######## block 1 ########
Fig. 1: block 1, placement by cell class
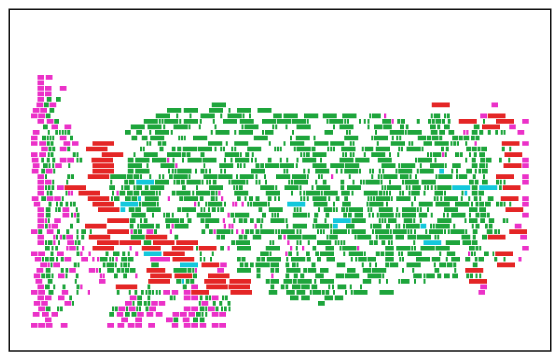

### src/rtl/svreal_arb_pkg.sv
// Shared helpers for the svreal multiplier arbiter: id width, alignment
// shift between fixed-point exponents and saturation bounds.
package svreal_arb_pkg;

  // Width of a requester index; never narrower than one bit.
  function automatic int idx_width(input int n);
    return (n <= 1) ? 1 : $clog2(n);
  endfunction

  // Right-shift amount taking a product at exp_a+exp_b onto exp_o.
  // Positive means shift right (floor), negative means shift left.
  function automatic int align_shift(input int exp_a, input int exp_b, input int exp_o);
    return exp_o - (exp_a + exp_b);
  endfunction

  // Largest representable signed value of width w.
  function automatic longint sat_max(input int w);
    return (longint'(1) <<< (w - 1)) - 1;
  endfunction

  // Smallest representable signed value of width w.
  function automatic longint sat_min(input int w);
    return -(longint'(1) <<< (w - 1));
  endfunction

endpackage

### src/rtl/svreal_mul_arbiter_rr.sv
// Combinational round-robin picker: first active request after the pointer,
// wrapping modulo N. The pointer register lives in the parent.
module rr_arbiter
  import svreal_arb_pkg::*;
#(
  parameter int N = 4,
  localparam int IDW = idx_width(N)
) (
  input  logic [N-1:0]   req,
  input  logic [IDW-1:0] ptr,
  output logic [N-1:0]   grant,
  output logic [IDW-1:0] grant_idx,
  output logic           grant_valid
);

  // Walk priorities ptr+1, ptr+2, ... and take the first active request.
  always_comb begin
    grant       = '0;
    grant_idx   = '0;
    grant_valid = 1'b0;
    for (int k = 1; k <= N; k++) begin
      for (int i = 0; i < N; i++) begin
        if (!grant_valid && req[i] && (i == ((int'(ptr) + k) % N))) begin
          grant[i]    = 1'b1;
          grant_idx   = IDW'(i);
          grant_valid = 1'b1;
        end
      end
    end
  end

endmodule

### src/rtl/svreal_mul_arbiter.sv
// One pipelined svreal fixed-point multiplier shared by N_REQ requesters.
// Round-robin arbitration in front, two register stages (operands, aligned
// product), tagged valid/ready result stream at the back.
// Build option: define SVREAL_MUL_ARB_SAT_EN to saturate the narrowed result
// instead of wrapping it.
module svreal_mul_arbiter
  import svreal_arb_pkg::*;
#(
  parameter int N_REQ   = 4,
  parameter int WIDTH_A = 16,
  parameter int EXP_A   = -8,
  parameter int WIDTH_B = 16,
  parameter int EXP_B   = -9,
  parameter int WIDTH_O = 18,
  parameter int EXP_O   = -10,
  localparam int IDW    = idx_width(N_REQ)
) (
  input  logic                       clk,
  input  logic                       rst_n,
  input  logic [N_REQ-1:0]           req_valid,
  output logic [N_REQ-1:0]           req_ready,
  input  logic [N_REQ*WIDTH_A-1:0]   req_a,
  input  logic [N_REQ*WIDTH_B-1:0]   req_b,
  output logic                       out_valid,
  input  logic                       out_ready,
  output logic signed [WIDTH_O-1:0]  out_data,
  output logic [IDW-1:0]             out_id,
  output logic                       busy
);

  localparam int PW = WIDTH_A + WIDTH_B;
  localparam int SH = align_shift(EXP_A, EXP_B, EXP_O);
  // Left alignment needs headroom so no product bits are lost before narrowing.
  localparam int AW = (SH < 0) ? PW - SH : PW;
  localparam int NW = (AW > WIDTH_O) ? AW : WIDTH_O;

`ifdef SVREAL_MUL_ARB_SAT_EN
  localparam logic signed [NW-1:0] SAT_MAX_V = NW'(sat_max(WIDTH_O));
  localparam logic signed [NW-1:0] SAT_MIN_V = NW'(sat_min(WIDTH_O));
`endif

  // Bring the full product onto the output exponent (floor on right shift).
  function automatic logic signed [AW-1:0] align_f(input logic signed [PW-1:0] p);
    logic signed [AW-1:0] x;
    x = AW'(p);
    if (SH > 0)
      x = x >>> SH;
    else if (SH < 0)
      x = x <<< (-SH);
    return x;
  endfunction

  // Narrow to WIDTH_O: clamp when saturation is built in, otherwise wrap.
  function automatic logic signed [WIDTH_O-1:0] narrow_f(input logic signed [AW-1:0] x);
    logic signed [NW-1:0] y;
    y = NW'(x);
`ifdef SVREAL_MUL_ARB_SAT_EN
    if (y > SAT_MAX_V)
      y = SAT_MAX_V;
    else if (y < SAT_MIN_V)
      y = SAT_MIN_V;
`endif
    return y[WIDTH_O-1:0];
  endfunction

  logic [IDW-1:0]             ptr;
  logic [N_REQ-1:0]           grant;
  logic [IDW-1:0]             grant_idx;
  logic                       grant_valid;
  logic                       advance;
  logic                       accept_ok;
  logic                       accept;
  logic signed [WIDTH_A-1:0]  a_sel;
  logic signed [WIDTH_B-1:0]  b_sel;

  logic                       vld_p1;
  logic signed [WIDTH_A-1:0]  a_p1;
  logic signed [WIDTH_B-1:0]  b_p1;
  logic [IDW-1:0]             id_p1;
  logic signed [PW-1:0]       prod_p1;

  logic                       vld_p2;
  logic signed [WIDTH_O-1:0]  dat_p2;
  logic [IDW-1:0]             id_p2;

  rr_arbiter #(.N(N_REQ)) u_rr (
    .req         (req_valid),
    .ptr         (ptr),
    .grant       (grant),
    .grant_idx   (grant_idx),
    .grant_valid (grant_valid)
  );

  // The output register frees up when empty or drained this cycle; S1 can
  // then refill in the same cycle so back-to-back requests see no bubble.
  assign advance   = !vld_p2 || out_ready;
  assign accept_ok = !vld_p1 || advance;
  assign accept    = grant_valid && accept_ok;
  assign req_ready = accept ? grant : '0;

  // Route the granted requester's operands toward S1.
  always_comb begin
    a_sel = '0;
    b_sel = '0;
    for (int i = 0; i < N_REQ; i++) begin
      if (grant[i]) begin
        a_sel = req_a[i*WIDTH_A +: WIDTH_A];
        b_sel = req_b[i*WIDTH_B +: WIDTH_B];
      end
    end
  end

  // Stage valids and round-robin pointer; pointer only moves on a handshake.
  always_ff @(posedge clk or negedge rst_n) begin
    if (!rst_n) begin
      vld_p1 <= 1'b0;
      vld_p2 <= 1'b0;
      ptr    <= IDW'(N_REQ - 1);
    end else begin
      if (accept_ok)
        vld_p1 <= accept;
      if (advance)
        vld_p2 <= vld_p1;
      if (accept)
        ptr <= grant_idx;
    end
  end

  // ---- stage p1: registered operands and requester id ----
  // Operand capture on accept.
  always_ff @(posedge clk) begin
    if (accept) begin
      a_p1  <= a_sel;
      b_p1  <= b_sel;
      id_p1 <= grant_idx;
    end
  end

  assign prod_p1 = a_p1 * b_p1;

  // ---- stage p2: aligned, narrowed product (output register) ----
  // Result register loads when it can move and S1 holds a request.
  always_ff @(posedge clk or negedge rst_n) begin
    if (!rst_n) begin
      dat_p2 <= '0;
      id_p2  <= '0;
    end else if (advance && vld_p1) begin
      dat_p2 <= narrow_f(align_f(prod_p1));
      id_p2  <= id_p1;
    end
  end

  assign out_valid = vld_p2;
  assign out_data  = dat_p2;
  assign out_id    = id_p2;
  assign busy      = vld_p1 || vld_p2;

endmodule
### config.mk
export PLATFORM = sky130hd
export DESIGN_NAME = svreal_mul_arbiter
export DESIGN_NICKNAME = d
export VERILOG_FILES = /design/src/rtl/svreal_arb_pkg.sv /design/src/rtl/svreal_mul_arbiter_rr.sv /design/src/rtl/svreal_mul_arbiter.sv
export SDC_FILE = /design/constraint.sdc
export NUM_CORES = 1
export LEC_CHECK = 0
export CORE_ASPECT_RATIO = 0.6
export CORE_MARGIN = 10
export CORE_UTILIZATION = 30
export DETAILED_ROUTE_END_ITERATION = 10
export GPL_TIMING_DRIVEN = 0
export HOLD_SLACK_MARGIN = 0.1
export SLEW_MARGIN = 10
export SYNTH_ARGS = -nofsm -noshare
export SYNTH_HDL_FRONTEND = slang
export SYNTH_HIERARCHICAL = 1
export SYNTH_SLANG_ARGS = --single-unit
### constraint.sdc
create_clock -name clk -period 19 [get_ports clk]
set_clock_uncertainty 0.2 [all_clocks]
set_input_delay 2.85 -clock clk [delete_from_list [all_inputs] [get_ports clk]]
set_output_delay 2.85 -clock clk [all_outputs]
set_load 0.01 [all_outputs]
######## block 2 ########
### src/rtl/mips_boot_loader.sv
// Program/state loader and run controller for the MIPS core: streams words into
// instruction memory or the register file, then runs the core for a bounded budget.
module mips_boot_loader #(
  parameter int DATA_W     = 32,
  parameter int IMEM_AW    = 8,
  parameter int RF_AW      = 5,
  parameter int RUN_CYCLES = 20
) (
  input  logic               i_clk,
  input  logic               i_reset,
  input  logic               i_s_valid,
  output logic               o_s_ready,
  input  logic [DATA_W-1:0]  i_s_data,
  input  logic [IMEM_AW-1:0] i_s_addr,
  input  logic               i_s_target,
  input  logic               i_s_last,
  input  logic               i_restart,
  output logic               o_imem_we,
  output logic [IMEM_AW-1:0] o_imem_addr,
  output logic [DATA_W-1:0]  o_imem_wdata,
  output logic               o_rf_we,
  output logic [RF_AW-1:0]   o_rf_addr,
  output logic [DATA_W-1:0]  o_rf_wdata,
  output logic               o_core_reset,
  output logic               o_core_clk_en,
  output logic               o_done,
  output logic               o_err_r0,
  output logic [IMEM_AW:0]   o_word_cnt,
  output logic [31:0]        o_cycle_cnt
);

  typedef enum logic [1:0] {LOAD, RELEASE, RUN, DONE} state_t;

  localparam logic [IMEM_AW:0] WCNT_MAX = '1;
  localparam logic [31:0]      RUN_LAST = 32'(RUN_CYCLES) - 32'd1;

  state_t               r_state;
  logic                 r_s_ready;
  logic                 r_imem_we;
  logic [IMEM_AW-1:0]   r_imem_addr;
  logic [DATA_W-1:0]    r_imem_wdata;
  logic                 r_rf_we;
  logic [RF_AW-1:0]     r_rf_addr;
  logic [DATA_W-1:0]    r_rf_wdata;
  logic                 r_core_reset;
  logic                 r_core_clk_en;
  logic                 r_done;
  logic                 r_err_r0;
  logic [IMEM_AW:0]     r_word_cnt;
  logic [31:0]          r_cycle_cnt;

  logic w_xfer;
  logic w_rf_zero;

  assign w_xfer    = i_s_valid && r_s_ready && (r_state == LOAD);
  assign w_rf_zero = (i_s_addr[RF_AW-1:0] == '0);

  always_ff @(posedge i_clk or posedge i_reset) begin
    if (i_reset) begin
      r_state       <= LOAD;
      r_s_ready     <= 1'b1;
      r_imem_we     <= 1'b0;
      r_imem_addr   <= '0;
      r_imem_wdata  <= '0;
      r_rf_we       <= 1'b0;
      r_rf_addr     <= '0;
      r_rf_wdata    <= '0;
      r_core_reset  <= 1'b1;
      r_core_clk_en <= 1'b0;
      r_done        <= 1'b0;
      r_err_r0      <= 1'b0;
      r_word_cnt    <= '0;
      r_cycle_cnt   <= '0;
    end else begin
      // Write strobes are single-cycle pulses; address/data hold their last value.
      r_imem_we <= 1'b0;
      r_rf_we   <= 1'b0;
      case (r_state)
        LOAD: begin
          if (w_xfer) begin
            if (!i_s_target) begin
              r_imem_we    <= 1'b1;
              r_imem_addr  <= i_s_addr;
              r_imem_wdata <= i_s_data;
            end else if (!w_rf_zero) begin
              r_rf_we    <= 1'b1;
              r_rf_addr  <= i_s_addr[RF_AW-1:0];
              r_rf_wdata <= i_s_data;
            end else begin
              r_err_r0 <= 1'b1;
            end
            if (r_word_cnt != WCNT_MAX)
              r_word_cnt <= r_word_cnt + 1'b1;
            if (i_s_last) begin
              r_state   <= RELEASE;
              r_s_ready <= 1'b0;
            end
          end
        end
        RELEASE: begin
          r_state       <= RUN;
          r_core_reset  <= 1'b0;
          r_core_clk_en <= 1'b1;
        end
        RUN: begin
          r_cycle_cnt <= r_cycle_cnt + 32'd1;
          if ((RUN_CYCLES != 0) && (r_cycle_cnt == RUN_LAST)) begin
            r_state       <= DONE;
            r_core_clk_en <= 1'b0;
            r_done        <= 1'b1;
          end
        end
        DONE: begin
          // Core stays out of reset here so its state can be inspected.
          if (i_restart) begin
            r_state      <= LOAD;
            r_s_ready    <= 1'b1;
            r_core_reset <= 1'b1;
            r_done       <= 1'b0;
            r_word_cnt   <= '0;
            r_cycle_cnt  <= '0;
          end
        end
        default: r_state <= LOAD;
      endcase
    end
  end

  assign o_s_ready     = r_s_ready;
  assign o_imem_we     = r_imem_we;
  assign o_imem_addr   = r_imem_addr;
  assign o_imem_wdata  = r_imem_wdata;
  assign o_rf_we       = r_rf_we;
  assign o_rf_addr     = r_rf_addr;
  assign o_rf_wdata    = r_rf_wdata;
  assign o_core_reset  = r_core_reset;
  assign o_core_clk_en = r_core_clk_en;
  assign o_done        = r_done;
  assign o_err_r0      = r_err_r0;
  assign o_word_cnt    = r_word_cnt;
  assign o_cycle_cnt   = r_cycle_cnt;

endmodule

### config.mk
export PLATFORM = sky130hd
export DESIGN_NAME = mips_boot_loader
export DESIGN_NICKNAME = d
export VERILOG_FILES = /design/src/rtl/mips_boot_loader.sv
export SDC_FILE = /design/constraint.sdc
export NUM_CORES = 1
export LEC_CHECK = 0
export CORE_AREA = 4 4 106 108
export CTS_BUF_LIST = sky130_fd_sc_hd__clkbuf_8
export CTS_CLUSTER_DIAMETER = 80
export CTS_CLUSTER_SIZE = 24
export DETAILED_ROUTE_END_ITERATION = 10
export DIE_AREA = 0 0 110 112
export DONT_BUFFER_PORTS = 1
export PLACE_DENSITY = 0.71
export SLEW_MARGIN = 40
export SYNTH_ARGS = -nofsm -noshare
export SYNTH_HDL_FRONTEND = slang
export SYNTH_SLANG_ARGS = --single-unit
### constraint.sdc
create_clock -name i_clk -period 7 [get_ports i_clk]
set_clock_uncertainty 0.05 [all_clocks]
set_input_delay 2.1 -clock i_clk [delete_from_list [all_inputs] [get_ports i_clk]]
set_output_delay 2.1 -clock i_clk [all_outputs]
set_load 0.02 [all_outputs]
######## block 3 ########
### config.mk
export PLATFORM = sky130hd
export DESIGN_NAME = fifo_stream_reader
export DESIGN_NICKNAME = d
export VERILOG_FILES = /design/src/rtl/fifo_stream_reader.sv
export SDC_FILE = /design/constraint.sdc
export NUM_CORES = 1
export LEC_CHECK = 0
export CAP_MARGIN = 20
export CORE_MARGIN = 1
export CORE_UTILIZATION = 43
export DETAILED_ROUTE_END_ITERATION = 16
export PLACE_DENSITY = 0.73
export SYNTH_ARGS = -nofsm -noshare
export SYNTH_HDL_FRONTEND = slang
export SYNTH_SLANG_ARGS = --single-unit
### constraint.sdc
create_clock -name clk -period 2.2 [get_ports clk]
set_clock_uncertainty 0.15 [all_clocks]
set_input_delay 0.33 -clock clk [delete_from_list [all_inputs] [get_ports clk]]
set_output_delay 0.33 -clock clk [all_outputs]
set_load 0.02 [all_outputs]
### src/rtl/fifo_stream_reader.sv
// fifo_stream_reader: drains a sync FIFO with one-cycle read latency into a 2-entry registered valid/ready stream
module fifo_stream_reader #(
  parameter int DATA_WIDTH = 8
) (
  input  logic                  clk,
  input  logic                  rst_n,
  input  logic                  flush,
  input  logic                  fifo_empty,
  input  logic [DATA_WIDTH-1:0] fifo_data,
  output logic                  fifo_rd_en,
  output logic                  m_valid,
  input  logic                  m_ready,
  output logic [DATA_WIDTH-1:0] m_data,
  output logic [1:0]            buf_cnt
);
  logic [1:0]            occ_q, occ_d;
  logic                  head_q, head_d;
  logic                  inflight_q, inflight_d;
  logic [DATA_WIDTH-1:0] entry_q [2];
  logic                  tail, pop, cap;
  logic [2:0]            pending;
  assign m_valid = rst_n & (occ_q != 2'd0);
  assign m_data  = rst_n ? entry_q[head_q] : '0;
  assign buf_cnt = rst_n ? occ_q : 2'd0;
  // Issue only when the word would still fit after this cycle's pop.
  always_comb begin
    pop        = m_valid & m_ready;
    cap        = inflight_q & ~flush;
    tail       = head_q ^ occ_q[0];
    pending    = {1'b0, occ_q} + {2'b0, inflight_q} - {2'b0, pop};
    fifo_rd_en = rst_n & ~flush & ~fifo_empty & (pending < 3'd2);
    occ_d      = flush ? 2'd0 : occ_q + {1'b0, cap} - {1'b0, pop};
    head_d     = flush ? 1'b0 : head_q ^ pop;
    inflight_d = fifo_rd_en;
  end
  always_ff @(posedge clk) begin
    if (!rst_n) begin
      occ_q      <= 2'd0;
      head_q     <= 1'b0;
      inflight_q <= 1'b0;
      entry_q[0] <= '0;
      entry_q[1] <= '0;
    end else begin
      occ_q      <= occ_d;
      head_q     <= head_d;
      inflight_q <= inflight_d;
      if (cap) entry_q[tail] <= fifo_data;
    end
  end
  assert property (@(posedge clk) disable iff (!rst_n) ({1'b0, occ_q} + {2'b0, inflight_q} <= 3'd2));
endmodule
######## block 4 ########
[src/rtl/output_buffer_mp.sv]
// ============================================================================
// output_buffer_mp
// ----------------------------------------------------------------------------
// Memory-mapped output peripheral: red/green LED registers, a bank of
// 7-segment digit registers and a small HD44780-style LCD write sequencer.
//
// Address map (byte addresses within the output region):
//   0x0000        LEDR (byte-lane writable, LEDR_W bits)
//   0x0010        LEDG (byte-lane writable, LEDG_W bits)
//   0x0020+k      HEX k, k < N_HEX (7 bits, lane 0 only)
//   0x0030        LCD command: wr {rs, data} starts a sequence when idle
//   0x0034        LCD status: rd {overrun, busy}; wr bit1 clears overrun
//   0x0040        blink mask (only with OUTPUT_BUFFER_BLINK_EN)
//   anything else reads 0, writes ignored
//
// Ports:
//   i_clk       clock
//   i_rst_n     asynchronous active-low reset
//   i_addr      byte address
//   i_wr_data   write data
//   i_wr_en     write strobe
//   i_bmask     byte-lane enables
//   o_ld_data   combinational read data
//   o_io_ledr   red LEDs (blink-masked when blink is enabled)
//   o_io_ledg   green LEDs
//   o_io_hex    7-segment digits, digit k at [7k+6:7k]
//   o_lcd_data  LCD data bus
//   o_lcd_rs    LCD register select
//   o_lcd_en    LCD enable strobe (high only in PULSE)
//   o_lcd_busy  LCD sequencer not idle
//
// Build option:
//   OUTPUT_BUFFER_BLINK_EN  adds the blink mask register, prescaler and
//                           phase; without it o_io_ledr is the raw register.
// ============================================================================
module output_buffer_mp #(
    parameter int LEDR_W    = 17,
    parameter int LEDG_W    = 8,
    parameter int N_HEX     = 8,
    parameter int LCD_SETUP = 2,
    parameter int LCD_PULSE = 12,
    parameter int LCD_HOLD  = 2,
    parameter int BLINK_DIV = 25000000
) (
    input  logic                 i_clk,
    input  logic                 i_rst_n,
    input  logic [15:0]          i_addr,
    input  logic [31:0]          i_wr_data,
    input  logic                 i_wr_en,
    input  logic [3:0]           i_bmask,
    output logic [31:0]          o_ld_data,
    output logic [LEDR_W-1:0]    o_io_ledr,
    output logic [LEDG_W-1:0]    o_io_ledg,
    output logic [7*N_HEX-1:0]   o_io_hex,
    output logic [7:0]           o_lcd_data,
    output logic                 o_lcd_rs,
    output logic                 o_lcd_en,
    output logic                 o_lcd_busy
);

    localparam logic [15:0] ADDR_LEDR  = 16'h0000;
    localparam logic [15:0] ADDR_LEDG  = 16'h0010;
    localparam logic [15:0] ADDR_LCD   = 16'h0030;
    localparam logic [15:0] ADDR_STAT  = 16'h0034;
    localparam logic [15:0] ADDR_BLINK = 16'h0040;

    // One shared down-counter times all LCD phases, so it is sized for the
    // longest of them (it is loaded with length-1).
    localparam int CNT_MAX = (LCD_SETUP > LCD_PULSE)
                           ? ((LCD_SETUP > LCD_HOLD) ? LCD_SETUP : LCD_HOLD)
                           : ((LCD_PULSE > LCD_HOLD) ? LCD_PULSE : LCD_HOLD);
    localparam int CNT_W   = (CNT_MAX > 1) ? $clog2(CNT_MAX) : 1;

    if (LEDR_W < 1 || LEDR_W > 32 || LEDG_W < 1 || LEDG_W > 32 ||
        N_HEX < 1 || N_HEX > 8 || LCD_SETUP < 1 || LCD_PULSE < 1 ||
        LCD_HOLD < 1 || BLINK_DIV < 2) begin : g_param_check
        $error("output_buffer_mp: parameter out of range");
    end

    typedef enum logic [1:0] {
        ST_IDLE,
        ST_SETUP,
        ST_PULSE,
        ST_HOLD
    } lcd_state_t;

    logic [31:0]        lane_mask;
    logic               hit_ledr, hit_ledg, hit_hex, hit_lcd, hit_stat, hit_blink;
    logic [LEDR_W-1:0]  ledr;
    logic [LEDG_W-1:0]  ledg;
    logic [6:0]         hex_reg [N_HEX];
    logic [7:0]         lcd_data;
    logic               lcd_rs;
    logic               overrun;
    lcd_state_t         state, state_nxt;
    logic [CNT_W-1:0]   cnt, cnt_nxt;
    logic               lcd_cmd, lcd_accept, lcd_overrun_evt, overrun_clr;
    logic [31:0]        blink_rd;

    // Byte-lane enables expanded to a per-bit mask.
    assign lane_mask = {{8{i_bmask[3]}}, {8{i_bmask[2]}},
                        {8{i_bmask[1]}}, {8{i_bmask[0]}}};

    assign hit_ledr  = (i_addr == ADDR_LEDR);
    assign hit_ledg  = (i_addr == ADDR_LEDG);
    // HEX window is 0x0020..0x0027; only the first N_HEX slots exist.
    assign hit_hex   = (i_addr[15:3] == 13'h0004) && ({29'd0, i_addr[2:0]} < N_HEX);
    assign hit_lcd   = (i_addr == ADDR_LCD);
    assign hit_stat  = (i_addr == ADDR_STAT);
    assign hit_blink = (i_addr == ADDR_BLINK);

    always_ff @(posedge i_clk or negedge i_rst_n) begin
        if (!i_rst_n) begin
            ledr <= '0;
            ledg <= '0;
        end else if (i_wr_en) begin
            if (hit_ledr) begin
                ledr <= (ledr & ~lane_mask[LEDR_W-1:0]) |
                        (i_wr_data[LEDR_W-1:0] & lane_mask[LEDR_W-1:0]);
            end
            if (hit_ledg) begin
                ledg <= (ledg & ~lane_mask[LEDG_W-1:0]) |
                        (i_wr_data[LEDG_W-1:0] & lane_mask[LEDG_W-1:0]);
            end
        end
    end

    always_ff @(posedge i_clk or negedge i_rst_n) begin
        if (!i_rst_n) begin
            for (int k = 0; k < N_HEX; k++) begin
                hex_reg[k] <= '0;
            end
        end else if (i_wr_en && hit_hex && i_bmask[0]) begin
            for (int k = 0; k < N_HEX; k++) begin
                if (i_addr[2:0] == 3'(k)) begin
                    hex_reg[k] <= i_wr_data[6:0];
                end
            end
        end
    end

    for (genvar k = 0; k < N_HEX; k++) begin : g_hex_out
        assign o_io_hex[7*k +: 7] = hex_reg[k];
    end

    assign o_io_ledg = ledg;

    // LCD sequencer state register.
    always_ff @(posedge i_clk or negedge i_rst_n) begin
        if (!i_rst_n) begin
            state <= ST_IDLE;
            cnt   <= '0;
        end else begin
            state <= state_nxt;
            cnt   <= cnt_nxt;
        end
    end

    assign lcd_cmd = i_wr_en && hit_lcd && i_bmask[0];

    // Next state, counter reload and strobes. A command is only taken in
    // IDLE; any command seen in another state (including the last HOLD
    // cycle) is an overrun.
    always_comb begin
        state_nxt       = state;
        cnt_nxt         = cnt;
        lcd_accept      = 1'b0;
        lcd_overrun_evt = 1'b0;
        o_lcd_en        = 1'b0;
        o_lcd_busy      = 1'b1;
        case (state)
            ST_IDLE: begin
                o_lcd_busy = 1'b0;
                if (lcd_cmd) begin
                    lcd_accept = 1'b1;
                    state_nxt  = ST_SETUP;
                    cnt_nxt    = CNT_W'(LCD_SETUP - 1);
                end
            end
            ST_SETUP: begin
                if (cnt == '0) begin
                    state_nxt = ST_PULSE;
                    cnt_nxt   = CNT_W'(LCD_PULSE - 1);
                end else begin
                    cnt_nxt = cnt - 1'b1;
                end
            end
            ST_PULSE: begin
                o_lcd_en = 1'b1;
                if (cnt == '0) begin
                    state_nxt = ST_HOLD;
                    cnt_nxt   = CNT_W'(LCD_HOLD - 1);
                end else begin
                    cnt_nxt = cnt - 1'b1;
                end
            end
            ST_HOLD: begin
                if (cnt == '0) begin
                    state_nxt = ST_IDLE;
                    cnt_nxt   = '0;
                end else begin
                    cnt_nxt = cnt - 1'b1;
                end
            end
            default: begin
                state_nxt = ST_IDLE;
                cnt_nxt   = '0;
            end
        endcase
        if (lcd_cmd && (state != ST_IDLE)) begin
            lcd_overrun_evt = 1'b1;
        end
    end

    assign overrun_clr = i_wr_en && hit_stat && i_bmask[0] && i_wr_data[1];

    // Command latches and the sticky overrun flag (set beats clear).
    always_ff @(posedge i_clk or negedge i_rst_n) begin
        if (!i_rst_n) begin
            lcd_data <= '0;
            lcd_rs   <= 1'b0;
            overrun  <= 1'b0;
        end else begin
            if (lcd_accept) begin
                lcd_data <= i_wr_data[7:0];
                lcd_rs   <= i_wr_data[8];
            end
            if (lcd_overrun_evt) begin
                overrun <= 1'b1;
            end else if (overrun_clr) begin
                overrun <= 1'b0;
            end
        end
    end

    assign o_lcd_data = lcd_data;
    assign o_lcd_rs   = lcd_rs;

`ifdef OUTPUT_BUFFER_BLINK_EN
    localparam int PRE_W = $clog2(BLINK_DIV);

    logic [LEDR_W-1:0] blink_mask;
    logic [PRE_W-1:0]  prescaler;
    logic              phase;

    always_ff @(posedge i_clk or negedge i_rst_n) begin
        if (!i_rst_n) begin
            blink_mask <= '0;
        end else if (i_wr_en && hit_blink) begin
            blink_mask <= (blink_mask & ~lane_mask[LEDR_W-1:0]) |
                          (i_wr_data[LEDR_W-1:0] & lane_mask[LEDR_W-1:0]);
        end
    end

    // Free-running prescaler; phase flips each time it wraps.
    always_ff @(posedge i_clk or negedge i_rst_n) begin
        if (!i_rst_n) begin
            prescaler <= '0;
            phase     <= 1'b0;
        end else if (prescaler == PRE_W'(BLINK_DIV - 1)) begin
            prescaler <= '0;
            phase     <= ~phase;
        end else begin
            prescaler <= prescaler + 1'b1;
        end
    end

    assign o_io_ledr = ledr & ~(blink_mask & {LEDR_W{phase}});
    assign blink_rd  = 32'(blink_mask);
`else
    assign o_io_ledr = ledr;
    assign blink_rd  = '0;
`endif

    // Read mux; LEDR returns the stored value, not the blinked output.
    always_comb begin
        o_ld_data = '0;
        if (hit_ledr) begin
            o_ld_data = 32'(ledr);
        end else if (hit_ledg) begin
            o_ld_data = 32'(ledg);
        end else if (hit_hex) begin
            for (int k = 0; k < N_HEX; k++) begin
                if (i_addr[2:0] == 3'(k)) begin
                    o_ld_data = {25'd0, hex_reg[k]};
                end
            end
        end else if (hit_lcd) begin
            o_ld_data = {23'd0, lcd_rs, lcd_data};
        end else if (hit_stat) begin
            o_ld_data = {30'd0, overrun, o_lcd_busy};
        end else if (hit_blink) begin
            o_ld_data = blink_rd;
        end
    end

    // Upper data/lane bits are legitimately unused for narrow registers.
    logic unused_ok;
    assign unused_ok = &{1'b0, i_wr_data, lane_mask};

endmodule

[config.mk]
export PLATFORM = sky130hd
export DESIGN_NAME = output_buffer_mp
export DESIGN_NICKNAME = d
export VERILOG_FILES = /design/src/rtl/output_buffer_mp.sv
export SDC_FILE = /design/constraint.sdc
export NUM_CORES = 1
export LEC_CHECK = 0
export ABC_CLOCK_PERIOD_IN_PS = 3380
export CAP_MARGIN = 10
export CORE_UTILIZATION = 50
export DETAILED_ROUTE_END_ITERATION = 10
export DONT_BUFFER_PORTS = 1
export SLEW_MARGIN = 10
export SYNTH_ARGS = -nofsm -noshare
export SYNTH_HDL_FRONTEND = slang
export SYNTH_SLANG_ARGS = --single-unit
export TNS_END_PERCENT = 1
[constraint.sdc]
create_clock -name i_clk -period 3.38 [get_ports i_clk]
set_input_delay 0.507 -clock i_clk [delete_from_list [all_inputs] [get_ports i_clk]]
set_output_delay 0.507 -clock i_clk [all_outputs]
set_load 0.005 [all_outputs]
Fig. 2: block 1, signal metal coverage by tile
Bar = 100 microns. The die is cut into 27 by 17 equal tiles; dark blue is low, red is high, scaled to the fullest tile. Values are wire area over tile area, all layers added.
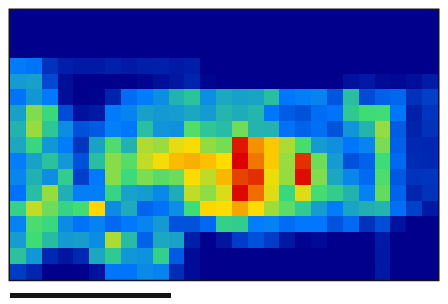
The mean over all tiles is 0.13. 34% of the tiles are nearly empty. 16% of the tiles are over half the peak. The fullest tile reaches 0.57. The emptiest ninth of the die: top right. The densest ninth of the die: middle.
via count: 8891
total wirelength of the detailed-routed design: 35100 microns
routed length per instance: 18.5 microns
All-Layer GR Usage: 0.159

## Picture notes: Fig. 1
Key: other buffers and delay cells = magenta [cells 224, share of their area 15%]; clock drivers and dummy loads = cyan [cells 16, share of their area 2.1%]; all other logic = green [cells 1119, share of their area 71%]; flip-flops = red [cells 58, share of their area 13%]
area of the placeable core: 36100 sq um
final std cell area, no fill: 13400 sq um

==> tab_implementation.tex, block 1 <==
% Implementation results table
\begin{tabular}{lr}
\hline
Metric & Value \\
\hline
\multicolumn{2}{l}{\textbf{Synthesis}} \\
Count of warnings emitted by yosys & 6 \\
Most frequently used cell type in the post-synthesis netlist & inv\_1 \\
Synth Register Bits & $\sim$58 \\
XOR/XNOR Area Share & 0.0293 \\
Synth area leaders & fa\_1, edfxtp\_1, inv\_1 \\
Dominant cell area share & 0.361 \\
And+or+nand+nor area frac & 0.171 \\
Most used standard cells in the synthesized netlist & inv\_1, fa\_1, nand2\_1 \\
Average footprint of a synthesized cell & 8.82 sq um \\
\multicolumn{2}{l}{\textbf{Floorplanning}} \\
Horizontal die size & $\sim$270 microns \\
Number of cell rows & between 50 and 60 \\
Core Density at Floorplan & 0.302 \\
\multicolumn{2}{l}{\textbf{STA}} \\
Final Hold Viols & 0 \\
Unrepaired setup endpoints after global routing & no \\
Highest clock frequency the design can meet & roughly 120 MHz \\
Final Worst Setup Slack & between 10 and 15 ns \\
Part of the cycle the worst path needs & 0.445 \\
\multicolumn{2}{l}{\textbf{Cells and area}} \\
Number of flip-flops in the largest register & 18 \\
Net count, final & $\sim$1800 \\
Area delta synth->final & 22.9\% \\
Most common logic cells in the final layout & inv\_1, fa\_1, nand2\_1 \\
Comb area share & 0.605 \\
Share of the final layout cell area in sequential cells & 0.121 \\
Post-Route Utilization & 0.372 \\
Data buffer area share & 0.139 \\
Top cell excl fill/tap & inv\_1 \\
Clock distribution area overhead in the final layout & 0.0201 \\
\multicolumn{2}{l}{\textbf{Global route}} \\
Global routing usage on met1 & 0.223 \\
Largest net degree at the start of global routing & 26 \\
\multicolumn{2}{l}{\textbf{Place}} \\
Final estimated routing congestion in global placement & between 0.9 and 1 \\
\multicolumn{2}{l}{\textbf{CTS}} \\
CTS tree & built \\
Number of buffers added by the clock tree synthesis step & 9 \\
Clock sinks & between 50 and 60 \\
\multicolumn{2}{l}{\textbf{Flow run}} \\
Tally of max-capacitance violations & 0 \\
\multicolumn{2}{l}{\textbf{Min path}} \\
Path type of the worst min-delay path & reg -> reg \\
\multicolumn{2}{l}{\textbf{Drt}} \\
Routed metal-1 wire length & 16500 microns \\
Number of DRC violations after detailed routing & 0 \\
Highest metal layer used by the detailed router & met4 \\
\multicolumn{2}{l}{\textbf{Run status}} \\
Result of the run & complete, no violations \\
\multicolumn{2}{l}{\textbf{Setup path}} \\
Top cell family by delay on the critical path & buffers and inverters \\
Setup crit end kind & primary output \\
\hline
\end{tabular}
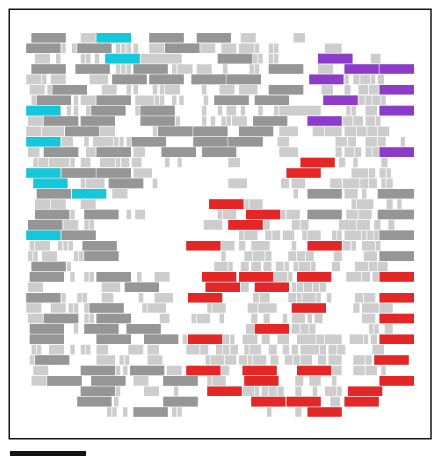
Fig. 3. Sequential cells grouped by signal name (block 2).
Bar = 20 microns. Other sequential cells in the stronger grey, the rest of the logic in the fainter grey.
Key: o_cycle_cnt = red [sequential cells 32]; o_imem_addr = cyan [sequential cells 8]; o_word_cnt = purple [sequential cells 9, where top right]
Another 78 sequential cells are not coloured.
total area of sequential cells: 3180 sq um
share of the final layout cell area in sequential cells: 0.517

==> tab_implementation.tex, block 2 <==
% Implementation results table
\begin{tabular}{lr}
\hline
Metric & Value \\
\hline
\multicolumn{2}{l}{\textbf{Global route}} \\
All-Layer GR Usage & 0.221 \\
Antenna violations before repair & 0 \\
Met2 usage & 0.349 \\
Met3 global-route usage & 0.0997 \\
\multicolumn{2}{l}{\textbf{Synthesis}} \\
Post-synthesis compound-gate area fraction & 0.0581 \\
Count of warnings emitted by yosys & 0 \\
Top FF cell, synth & dfrtp\_1 \\
Dominant cell area share & 0.559 \\
Synth Register Bits & approximately 130 \\
Synthesized netlist cell count & $\sim$520 \\
Synth Area in Adders & 0.0179 \\
Cell Type Count & $\sim$52 \\
\multicolumn{2}{l}{\textbf{Setup path}} \\
Top cell family by delay on the critical path & simple AND/OR/NAND/NOR gates \\
Number of cells on the worst reg-to-reg path & 8 \\
Buffer and inverter count on the worst path & 1 \\
CP arrival & approximately 3.6 ns \\
\multicolumn{2}{l}{\textbf{Cells and area}} \\
Area delta synth->final & 9.94\% \\
Number of signal-net buffers in the layout & 5 \\
Top cell excl fill/tap & nand2\_1 \\
Fin cells & 676 \\
\multicolumn{2}{l}{\textbf{Floorplanning}} \\
Horizontal die size & 110 microns \\
Number of well taps & 136 \\
Chip height & roughly 110 microns \\
\multicolumn{2}{l}{\textbf{Run status}} \\
Result of the run & complete, no violations \\
\multicolumn{2}{l}{\textbf{Drt}} \\
Highest metal layer used by the detailed router & met4 \\
Routed length per instance & 19.5 microns \\
Total wirelength of the detailed-routed design & around 13000 microns \\
Wire length on met2 & around 6400 microns \\
Detailed route wirelength on metal3 & between 1000 and 1500 microns \\
\multicolumn{2}{l}{\textbf{CTS}} \\
Postcts setup bufs & 0 \\
H-tree levels & 4 \\
\multicolumn{2}{l}{\textbf{Flow run}} \\
Tally of max-capacitance violations & 0 \\
\multicolumn{2}{l}{\textbf{Min path}} \\
Hold Path Origin & o\_core\_reset \\
\hline
\end{tabular}
Fig. 4: block 3, signal metal coverage by tile
Bar = 20 microns. The die is cut into 10 by 10 equal tiles; dark blue is low, red is high, scaled to the fullest tile. Values are wire area over tile area, all layers added.
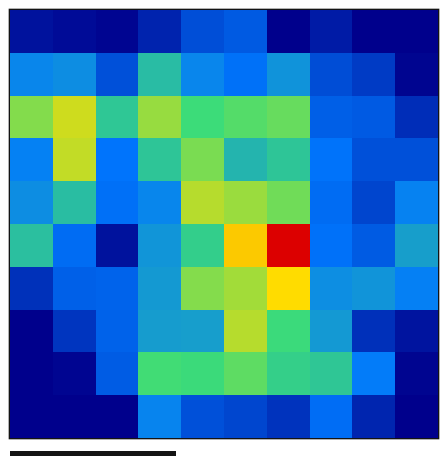
The mean over all tiles is 0.13. 18% of the tiles are over half the peak. The densest ninth of the die: middle. The emptiest ninth of the die: bottom left.
routed length per instance: 14.1 microns
via count: 769
total wirelength of the detailed-routed design: 2150 microns
All-Layer GR Usage: 0.177

Fig. 5: block 3, sequential cells grouped by signal name
Bar = 20 microns. Other sequential cells in the stronger grey, the rest of the logic in the fainter grey.
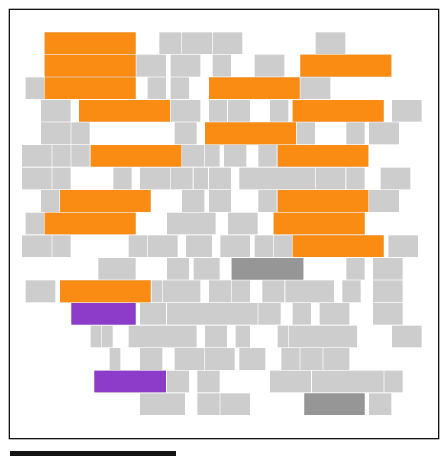
Key: occ_q = purple [sequential cells 2]; entry_q = orange [sequential cells 16]
Another 2 sequential cells are not coloured.
total area of sequential cells: 569 sq um
share of the final layout cell area in sequential cells: 0.370
Post-Route Utilization: 0.682

==> tab_implementation.tex, block 3 <==
% Implementation results table
\begin{tabular}{lr}
\hline
Metric & Value \\
\hline
\multicolumn{2}{l}{\textbf{Run status}} \\
Result of the run & finished, violations left \\
Violated checks & setup timing \\
\multicolumn{2}{l}{\textbf{Min path}} \\
Worst hold stages & 2 \\
\multicolumn{2}{l}{\textbf{STA}} \\
Final Hold Viols & 0 \\
Worst Max-Slew Pin Slew & around 0.25 ns \\
Number of failing setup endpoints in the final timing report & 1 \\
Post-layout minimum cycle time & $\sim$2.7 ns \\
Final Worst Setup Slack & -0.526 ns \\
\multicolumn{2}{l}{\textbf{Synthesis}} \\
XOR/XNOR Area Share & 0.0533 \\
Top FF cell, synth & edfxtp\_1 \\
Dominant cell area share & 0.454 \\
\multicolumn{2}{l}{\textbf{Setup path}} \\
Critical path class & reg -> out \\
\multicolumn{2}{l}{\textbf{Cells and area}} \\
Count of clock buffers in the final design & 3 \\
\multicolumn{2}{l}{\textbf{Place}} \\
Count of input and output buffers & 24 \\
\multicolumn{2}{l}{\textbf{CTS}} \\
Post-cts resize count & 8 \\
\multicolumn{2}{l}{\textbf{Floorplanning}} \\
Chip height & between 50 and 60 microns \\
\hline
\end{tabular}
Fig. 6: block 4, routed metal, one colour a layer
Bar = 20 microns.
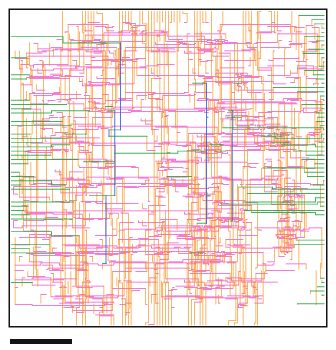
Key: met2 = orange [wire length 5760 microns]; met1 = magenta [wire length 4600 microns]; met4 = blue [wire length 159 microns]; met3 = green [wire length 960 microns]
total wirelength of the detailed-routed design: 11500 microns
All-Layer GR Usage: 0.232

==> tab_implementation.tex, block 4 <==
% Implementation results table
\begin{tabular}{lr}
\hline
Metric & Value \\
\hline
\multicolumn{2}{l}{\textbf{Run status}} \\
Result of the run & complete, no violations \\
\multicolumn{2}{l}{\textbf{Synthesis}} \\
Synthesis area per yosys & 4940 sq um \\
Total cells reported by yosys after synthesis & 404 \\
Post-synthesis compound-gate area fraction & 0.0629 \\
Top cell type by total area after synthesis & dfrtp\_1 \\
Average footprint of a synthesized cell & 12.2 sq um \\
\multicolumn{2}{l}{\textbf{Cells and area}} \\
Comb area share & 0.449 \\
Filler Cell Count & between 800 and 900 \\
Inverters & 9 \\
Count of clock buffers in the final design & 9 \\
\multicolumn{2}{l}{\textbf{Setup path}} \\
Critical path class & in -> out \\
Number of logic stages on the critical path including buffering & 6 \\
Maximum cell stage delay along the critical path & $\sim$0.42 ns \\
\multicolumn{2}{l}{\textbf{Drt}} \\
Routed length per instance & between 20 and 25 microns \\
Wire length on met2 & between 5000 and 6000 microns \\
Number of routed nets with antenna violations & 0 \\
Number of iterations in the first detailed-routing pass & 6 \\
Violation tally from detailed-route iteration zero & between 100 and 150 \\
\multicolumn{2}{l}{\textbf{Floorplanning}} \\
Core Density at Floorplan & 0.524 \\
Horizontal die size & slightly above 100 microns \\
Area of the placeable core & approximately 9400 sq um \\
\multicolumn{2}{l}{\textbf{Place}} \\
Count of input and output buffers & 0 \\
\multicolumn{2}{l}{\textbf{CTS}} \\
Clock transition at the registers of the reported paths & $\sim$0.11 ns \\
Post-CTS Hold Fix Bufs & 1 \\
\multicolumn{2}{l}{\textbf{STA}} \\
Highest clock frequency the design can meet & about 380 MHz \\
Final Hold Viols & 0 \\
Worst clock skew on the final layout & 0.0119 ns \\
Number of failing setup endpoints in the final timing report & 0 \\
\multicolumn{2}{l}{\textbf{Global route}} \\
Antenna violations before repair & 0 \\
Global route hottest layer & met2 \\
\hline
\end{tabular}


==> notes/layouts.md <==
Pictures saved along the way, in no particular order.

Track usage over the die.
image #1
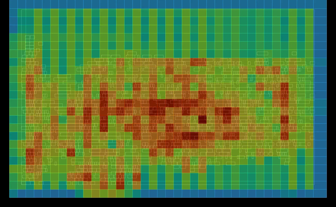
image #2
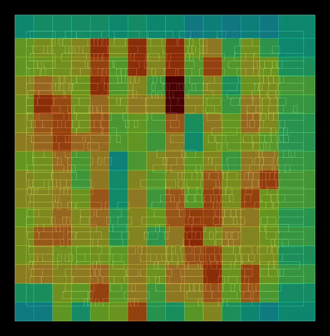
image #3
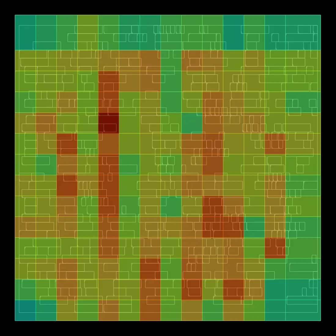
image #4
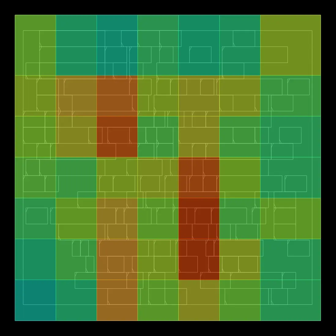
block 2 -> image #2
block 4 -> image #3
block 1 -> image #1
block 3 -> image #4
The one with the lowest utilization is image #1.


## Gallery

Placement by cell class.
Plate I
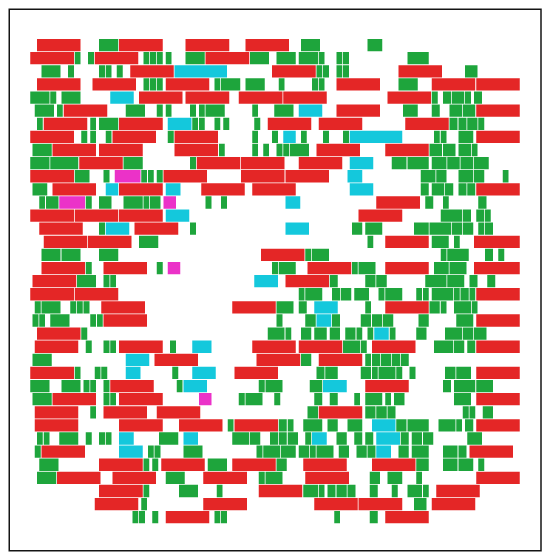
Plate II
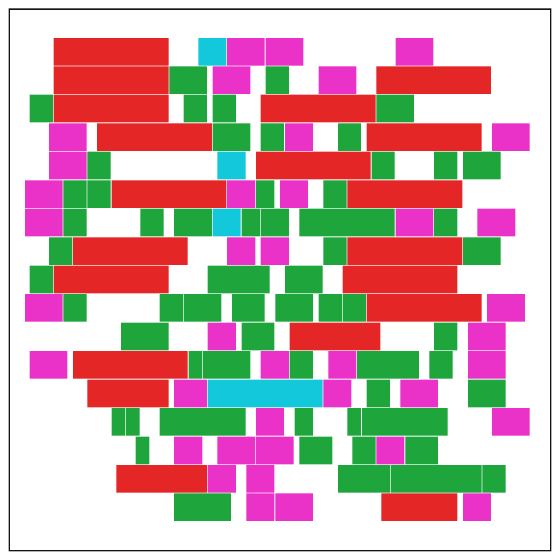
Plate III
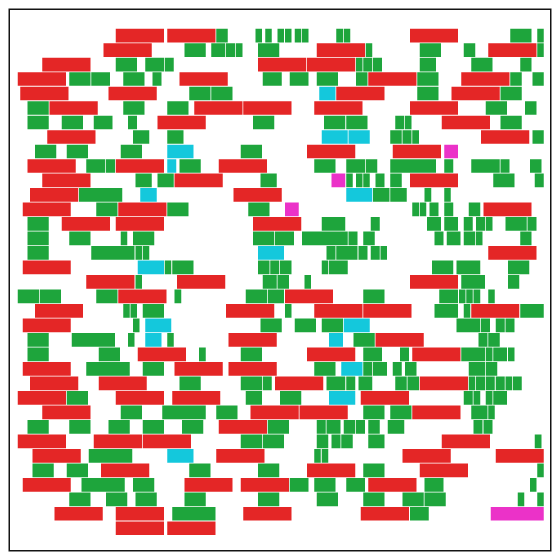
Plate III is block 4.
Plate I is block 2.
Plate II is block 3.
- most cells: Plate I
- most sequential cells: Plate I

Key to Plate III:
Key: all other logic = green [cells 283, share of their area 47%]; other buffers and delay cells = magenta [cells 4, share of their area 1.0%]; flip-flops = red [cells 97, share of their area 48%]; clock drivers and dummy loads = cyan [cells 16, share of their area 3.7%]

